# ---- design 1 ----
Design 1, sequential cells colored by netlist name:
Bar = 100 um. Other sequential cells in the stronger gray, the rest of the logic in the fainter gray.
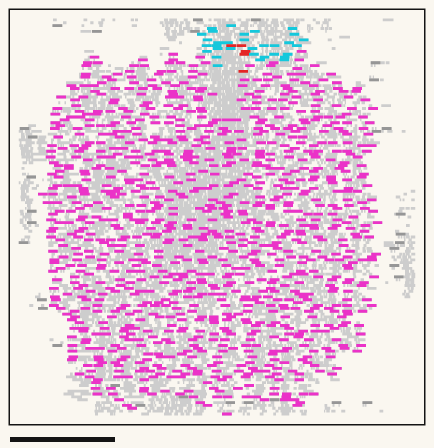
==> src/rtl/wb_regfile.sv <==
// Write-back select, 32-entry architectural register file with same-cycle bypass,
// and debug taps recording the most recent commit and a running commit count.
module wb_regfile #(
    parameter int unsigned DATA_W   = 32,
    parameter int unsigned NUM_REGS = 32,
    localparam int unsigned IdxW    = $clog2(NUM_REGS)
) (
    input  logic              Clk,
    input  logic              Rst,
    input  logic              RegWrite_in,
    input  logic [1:0]        MemReg_in,
    input  logic [DATA_W-1:0] ReadData_in,
    input  logic [DATA_W-1:0] ALUResult_in,
    input  logic [DATA_W-1:0] PC2ndAdder_in,
    input  logic [31:0]       RtRd_in,
    input  logic [IdxW-1:0]   ReadRegister1,
    input  logic [IdxW-1:0]   ReadRegister2,
    output logic [DATA_W-1:0] ReadData1,
    output logic [DATA_W-1:0] ReadData2,
    output logic [DATA_W-1:0] WriteData_out,
    output logic [IdxW-1:0]   LastWriteReg,
    output logic [DATA_W-1:0] LastWriteData,
    output logic [31:0]       CommitCount
);

    logic [DATA_W-1:0] regs_q [NUM_REGS];
    logic [IdxW-1:0]   last_reg_q;
    logic [DATA_W-1:0] last_data_q;
    logic [31:0]       count_q;

    logic [IdxW-1:0] waddr;
    logic            commit;
    logic            unused_rtrd_hi;

    assign waddr          = RtRd_in[IdxW-1:0];
    assign unused_rtrd_hi = ^RtRd_in[31:IdxW];
    assign commit         = RegWrite_in && (waddr != '0);

    always_comb begin
        case (MemReg_in)
            2'b01:   WriteData_out = ReadData_in;
            2'b10:   WriteData_out = PC2ndAdder_in;
            default: WriteData_out = ALUResult_in;
        endcase
    end

    // Bypass is gated by Rst so reads return zero for the whole reset window.
    always_comb begin
        if (ReadRegister1 == '0) begin
            ReadData1 = '0;
        end else if (Rst && commit && (waddr == ReadRegister1)) begin
            ReadData1 = WriteData_out;
        end else begin
            ReadData1 = regs_q[ReadRegister1];
        end
    end

    always_comb begin
        if (ReadRegister2 == '0) begin
            ReadData2 = '0;
        end else if (Rst && commit && (waddr == ReadRegister2)) begin
            ReadData2 = WriteData_out;
        end else begin
            ReadData2 = regs_q[ReadRegister2];
        end
    end

    always_ff @(posedge Clk or negedge Rst) begin
        if (!Rst) begin
            for (int i = 0; i < int'(NUM_REGS); i++) begin
                regs_q[i] <= '0;
            end
            last_reg_q  <= '0;
            last_data_q <= '0;
            count_q     <= '0;
        end else if (commit) begin
            regs_q[waddr] <= WriteData_out;
            last_reg_q    <= waddr;
            last_data_q   <= WriteData_out;
            count_q       <= count_q + 32'd1;
        end
    end

    assign LastWriteReg  = last_reg_q;
    assign LastWriteData = last_data_q;
    assign CommitCount   = count_q;

endmodule

==> config.mk <==
export PLATFORM = sky130hd
export DESIGN_NAME = wb_regfile
export DESIGN_NICKNAME = d
export VERILOG_FILES = /design/src/rtl/wb_regfile.sv
export SDC_FILE = /design/constraint.sdc
export NUM_CORES = 2
export LEC_CHECK = 0
export CAP_MARGIN = 20
export CORE_MARGIN = 8
export CORE_UTILIZATION = 40
export DETAILED_ROUTE_END_ITERATION = 10
export GPL_TIMING_DRIVEN = 0
export REMOVE_ABC_BUFFERS = 1
export SYNTH_ARGS = -nofsm -noshare
export SYNTH_HDL_FRONTEND = slang
export SYNTH_SLANG_ARGS = --single-unit
==> constraint.sdc <==
create_clock -name Clk -period 3.44 [get_ports Clk]
set_clock_uncertainty 0.15 [all_clocks]
set_input_delay 0.688 -clock Clk [delete_from_list [all_inputs] [get_ports Clk]]
set_output_delay 0.688 -clock Clk [all_outputs]
set_load 0.03 [all_outputs]
==> out/summary.txt <==
Count leader, synth = nand2_1
Total met2 wirelength after detailed routing = 112000 um
Tightest Pin Transition = 1.10 ns
First-pass GRT wire length = 354000 um
Proportion of power drawn by the clock network = 0.338
Clock tree buffer depth = 3
Fraction of area in clock buffers and inverters = 0.0535
Port Buffer Count = 280
Status = finished, violations left
Number of instances in the synthesized netlist = 5664
Number of register bits inferred by synthesis = 1093
Hold WS = -0.00720 ns
Setup ws final = -0.307 ns
Final setup fails = 54
Critical path required time = 2.60 ns
Number of warnings in the stage logs = 73
Total of clock buffers placed in the layout = 178
Total cells reported by yosys after synthesis = 5664
Hold Fails Final Rpt = 32
Seq pwr = 16600 uW
TritonCTS clock tree = yes
Antenna violations before repair = 7
Antenna viol nets, final = 0
Adder-cell area share of the yosys netlist = 0.000656
Quantity of hold-fixing buffers added after cts = 9
DR top layer = met5
MI comb cells = 3981
Data arrival, critical path = 2.91 ns
Failing checks = negative hold slack, negative setup slack
Final std cell area, no fill = 0.0756 mm2
About 'sequential cells colored by netlist name' of design 1:
regs_q: in magenta, sequential cells 1024. CommitCount: in cyan, sequential cells 32, where top center. LastWriteReg: in red, sequential cells 5, where top center.


# ---- design 2 ----
Design 2, cell area per tile:
7 x 7 tiles, from white (low) to dark blue (high), 0 to 100% covered.
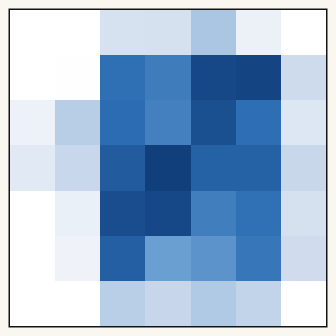
Design 2, cells colored by class:
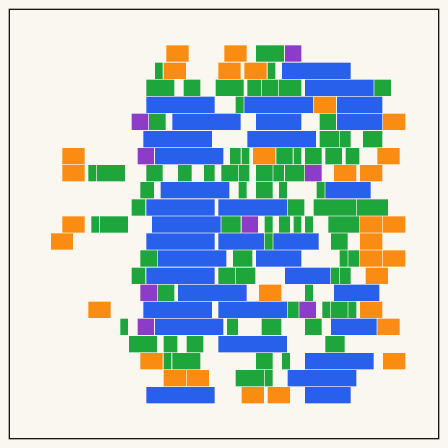
Design 2, signal wires on met3:
Bar = 20 um.
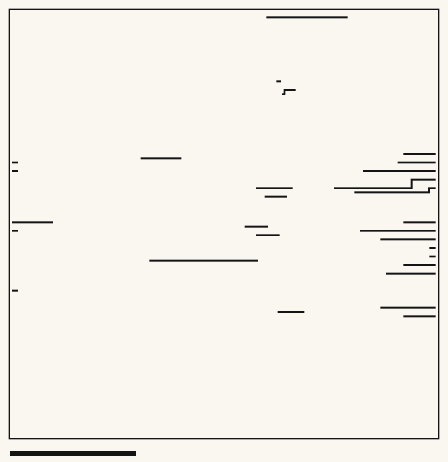
--- src/rtl/kogge_pkg.sv ---
`default_nettype none
// ============================================================================
// Module   : kogge_pkg
// Brief    : Shared constants, log2 helper and P/G pair type for the
//            Kogge-Stone subtractor.
// Revision : 1.0
// ============================================================================
package kogge_pkg;

  localparam int DEFAULT_WIDTH = 8;

  typedef struct packed {
    logic g;
    logic p;
  } pg_t;

  function automatic int kogge_log2(input int n);
    int r;
    r = 0;
    for (int i = 0; i < 31; i++) begin
      if ((1 << i) < n) r = i + 1;
    end
    return r;
  endfunction

endpackage
`default_nettype wire

--- src/rtl/kogge_prefix_level.sv ---
`default_nettype none
// ============================================================================
// Module   : kogge_prefix_level
// Brief    : One Kogge-Stone prefix level; bits at or above SPAN get a
//            black cell, lower bits already hold complete groups.
// Revision : 1.0
// ============================================================================
module kogge_prefix_level
  import kogge_pkg::*;
#(
  parameter int WIDTH = DEFAULT_WIDTH,
  parameter int SPAN  = 1
) (
  input  logic [WIDTH-1:0] g_in,
  input  logic [WIDTH-1:0] p_in,
  output logic [WIDTH-1:0] g_out,
  output logic [WIDTH-1:0] p_out
);

  for (genvar i = 0; i < WIDTH; i++) begin : g_bit
    if (i >= SPAN) begin : g_black
      assign g_out[i] = g_in[i] | (p_in[i] & g_in[i-SPAN]);
      assign p_out[i] = p_in[i] & p_in[i-SPAN];
    end else begin : g_pass
      assign g_out[i] = g_in[i];
      assign p_out[i] = p_in[i];
    end
  end

endmodule
`default_nettype wire

--- src/rtl/kogge_sub_pipe.sv ---
`default_nettype none
// ============================================================================
// Module   : kogge_sub_pipe
// Brief    : Two-stage valid/ready Kogge-Stone subtractor, D = A - B - Bin.
//            Define KOGGE_SUB_OVF_EN to add the signed-overflow output V.
// Revision : 1.0
// ============================================================================
module kogge_sub_pipe
  import kogge_pkg::*;
#(
  parameter int WIDTH = DEFAULT_WIDTH,
  parameter int SPLIT = kogge_log2(WIDTH) / 2
) (
  input  logic             clk,
  input  logic             rst,
  input  logic [WIDTH-1:0] A,
  input  logic [WIDTH-1:0] B,
  input  logic             Bin,
  input  logic             in_valid,
  output logic             in_ready,
  output logic [WIDTH-1:0] D,
  output logic             Bout,
`ifdef KOGGE_SUB_OVF_EN
  output logic             V,
`endif
  output logic             out_valid,
  input  logic             out_ready
);

  localparam int LEVELS = kogge_log2(WIDTH);

  // ---------------------------------------------------------------- handshake
  logic r_v1;
  logic r_v2;
  logic w_ld1;
  logic w_ld2;

  assign w_ld2     = ~r_v2 | out_ready;
  assign w_ld1     = ~r_v1 | w_ld2;
  assign in_ready  = ~rst & w_ld1;
  assign out_valid = r_v2;

  // ------------------------------------------------- stage 1: A + ~B + ~Bin
  logic [WIDTH-1:0] w_p;
  logic [WIDTH-1:0] w_g;
  logic [WIDTH-1:0] w_g0;
  logic             w_cin;

  assign w_p   = A ^ ~B;
  assign w_g   = A & ~B;
  assign w_cin = ~Bin;
  // Carry-in folded into bit 0 so each final group G is the carry out of that bit.
  assign w_g0  = {w_g[WIDTH-1:1], w_g[0] | (w_p[0] & w_cin)};

  for (genvar k = 0; k < SPLIT; k++) begin : g_s1
    logic [WIDTH-1:0] w_g_in;
    logic [WIDTH-1:0] w_p_in;
    logic [WIDTH-1:0] w_g_out;
    logic [WIDTH-1:0] w_p_out;
    if (k == 0) begin : g_first
      assign w_g_in = w_g0;
      assign w_p_in = w_p;
    end else begin : g_next
      assign w_g_in = g_s1[k-1].w_g_out;
      assign w_p_in = g_s1[k-1].w_p_out;
    end
    kogge_prefix_level #(
      .WIDTH (WIDTH),
      .SPAN  (1 << k)
    ) u_level (
      .g_in  (w_g_in),
      .p_in  (w_p_in),
      .g_out (w_g_out),
      .p_out (w_p_out)
    );
  end

  logic [WIDTH-1:0] w_s1_g;
  logic [WIDTH-1:0] w_s1_p;

  if (SPLIT == 0) begin : g_s1_none
    assign w_s1_g = w_g0;
    assign w_s1_p = w_p;
  end else begin : g_s1_tail
    assign w_s1_g = g_s1[SPLIT-1].w_g_out;
    assign w_s1_p = g_s1[SPLIT-1].w_p_out;
  end

  pg_t [WIDTH-1:0] w_grp;

  always_comb begin
    for (int i = 0; i < WIDTH; i++) begin
      w_grp[i].g = w_s1_g[i];
      w_grp[i].p = w_s1_p[i];
    end
  end

  pg_t [WIDTH-1:0] r_grp;
  logic [WIDTH-1:0] r_p_raw;
  logic             r_cin;

  always_ff @(posedge clk) begin
    if (rst) begin
      r_v1 <= 1'b0;
    end else if (w_ld1) begin
      r_v1 <= in_valid;
    end
    if (w_ld1 && in_valid) begin
      r_grp   <= w_grp;
      r_p_raw <= w_p;
      r_cin   <= w_cin;
    end
  end

  // ------------------------------------------- stage 2: remaining levels + sum
  logic [WIDTH-1:0] w_r_g;
  logic [WIDTH-1:0] w_r_p;

  always_comb begin
    for (int i = 0; i < WIDTH; i++) begin
      w_r_g[i] = r_grp[i].g;
      w_r_p[i] = r_grp[i].p;
    end
  end

  for (genvar k = SPLIT; k < LEVELS; k++) begin : g_s2
    logic [WIDTH-1:0] w_g_in;
    logic [WIDTH-1:0] w_p_in;
    logic [WIDTH-1:0] w_g_out;
    logic [WIDTH-1:0] w_p_out;
    if (k == SPLIT) begin : g_first
      assign w_g_in = w_r_g;
      assign w_p_in = w_r_p;
    end else begin : g_next
      assign w_g_in = g_s2[k-1].w_g_out;
      assign w_p_in = g_s2[k-1].w_p_out;
    end
    kogge_prefix_level #(
      .WIDTH (WIDTH),
      .SPAN  (1 << k)
    ) u_level (
      .g_in  (w_g_in),
      .p_in  (w_p_in),
      .g_out (w_g_out),
      .p_out (w_p_out)
    );
  end

  logic [WIDTH-1:0] w_fin_g;
  logic [WIDTH-1:0] w_fin_p;

  if (LEVELS == SPLIT) begin : g_s2_none
    assign w_fin_g = w_r_g;
    assign w_fin_p = w_r_p;
  end else begin : g_s2_tail
    assign w_fin_g = g_s2[LEVELS-1].w_g_out;
    assign w_fin_p = g_s2[LEVELS-1].w_p_out;
  end

  // Whole-word group propagate has no consumer in a subtractor.
  logic w_unused_p;
  assign w_unused_p = ^w_fin_p;

  logic [WIDTH-1:0] w_c;
  logic [WIDTH-1:0] w_d;
  logic             w_bout;

  assign w_c    = {w_fin_g[WIDTH-2:0], r_cin};
  assign w_d    = r_p_raw ^ w_c;
  assign w_bout = ~w_fin_g[WIDTH-1];

`ifdef KOGGE_SUB_OVF_EN
  logic w_v;
  assign w_v = w_c[WIDTH-1] ^ w_fin_g[WIDTH-1];
`endif

  always_ff @(posedge clk) begin
    if (rst) begin
      r_v2 <= 1'b0;
      D    <= '0;
      Bout <= 1'b0;
`ifdef KOGGE_SUB_OVF_EN
      V    <= 1'b0;
`endif
    end else if (w_ld2) begin
      r_v2 <= r_v1;
      if (r_v1) begin
        D    <= w_d;
        Bout <= w_bout;
`ifdef KOGGE_SUB_OVF_EN
        V    <= w_v;
`endif
      end
    end
  end

endmodule
`default_nettype wire

--- config.mk ---
export PLATFORM = sky130hd
export DESIGN_NAME = kogge_sub_pipe
export DESIGN_NICKNAME = d
export VERILOG_FILES = /design/src/rtl/kogge_pkg.sv /design/src/rtl/kogge_prefix_level.sv /design/src/rtl/kogge_sub_pipe.sv
export SDC_FILE = /design/constraint.sdc
export NUM_CORES = 1
export LEC_CHECK = 0
export CORE_MARGIN = 5
export CORE_UTILIZATION = 44
export CTS_BUF_LIST = sky130_fd_sc_hd__clkbuf_4 sky130_fd_sc_hd__clkbuf_8
export DETAILED_ROUTE_END_ITERATION = 12
export PLACE_DENSITY = 0.82
export RECOVER_POWER = 25
export SETUP_SLACK_MARGIN = 0.15
export SLEW_MARGIN = 20
export SYNTH_ARGS = -nofsm -noshare
export SYNTH_HDL_FRONTEND = slang
export SYNTH_SLANG_ARGS = --single-unit
export TNS_END_PERCENT = 50
--- constraint.sdc ---
create_clock -name clk -period 5 [get_ports clk]
set_input_delay 1 -clock clk [delete_from_list [all_inputs] [get_ports clk]]
set_output_delay 1 -clock clk [all_outputs]
set_load 0.005 [all_outputs]
==> out/summary.txt <==
Basic-gate share of the synthesized area counting and, or, nand and nor cells = 0.135
Power group with the highest consumption = sequential cells
Overall power of the completed layout = 571 uW
Worst-path maximum fanout = 19
Endpoint, Worst Hold = Bout$_SDFFE_PP0P_
I/O Pins = 32
Core ar. = 0.00331 mm2
Power share of the combinational group = 0.143
Routed met3 length = 171 um
Number of DRC markers after the initial detailed-route iteration = 52
Power Clock = 153 uW
Pin count of the biggest net entering global routing = 24
Share of the core filled with cells = 0.575
Net count, final = 182
Top cell type by total area after synthesis = edfxtp_1
GR met3 Demand/Resource = 0.0279
Fill cell instance count of the final layout = 296
M1 WL = 997 um
Final std cell area, no fill = 0.00190 mm2
Overall routed net length = 2540 um
Share of layout cells above drive strength 1 = 0.0779
Status = complete, no violations
Vias post-DR = 982
Most frequent cells after synthesis = 23 x edfxtp_1, 11 x dfxtp_1, 9 x a21o_1, 9 x inv_1
Power density over the cells = 300 mW/mm2
Dominant Register Cell = edfxtp_1
Post-Place Worst Slack = 1.56 ns
Max VDD drop = 111 uV
Most used cells in the layout excluding fill and tap cells = 23 x edfxtp_1, 21 x clkdlybuf4s50_1, 11 x dfxtp_1
Hold Fails Final Rpt = 0
Overflow after GRT = 0
Endpoint of the worst-slack reg-to-reg timing path = D[7]$_SDFFE_PP0P_
Worst-case reg-to-reg path depth = 4
Number of warnings in the stage logs = 26
Kind of launch point of the worst setup path = input pin
Fin cells = 200
## Picture notes: 'cell area per tile' of design 2
20% of the tiles are nearly empty. 25% of the tiles are over 75% full. The densest ninth of the die: center. The fullest tile reaches 94%.

## Picture notes: 'cells colored by class' of design 2
flip-flops: in blue, cells 34, share of their area 49%. clock drivers and dummy loads: in purple, cells 8, share of their area 3.3%. other buffers and delay cells: in orange, cells 31, share of their area 17%. all other logic: in green, cells 81, share of their area 31%.

## Picture notes: 'signal wires on met3' of design 2
24 nets have wire on it. The layer holds 6.8% of the routed length. The wires run mostly horizontal. The longest straight run is 17.0 um.



## Gallery

Placement view.
panel A
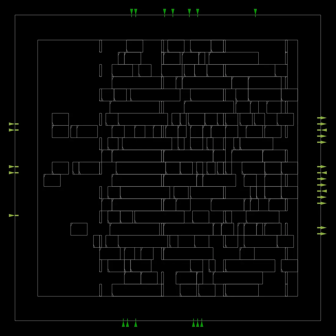
panel B
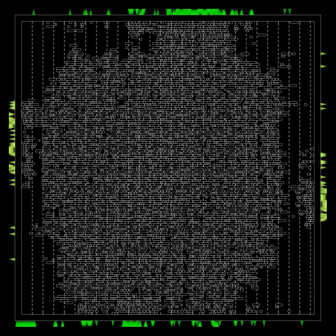
panel B -> design 1
panel A -> design 2
The one with the most sequential cells is panel B.
The one with the most cells is panel B.

Power and IR drop assume default switching activity.
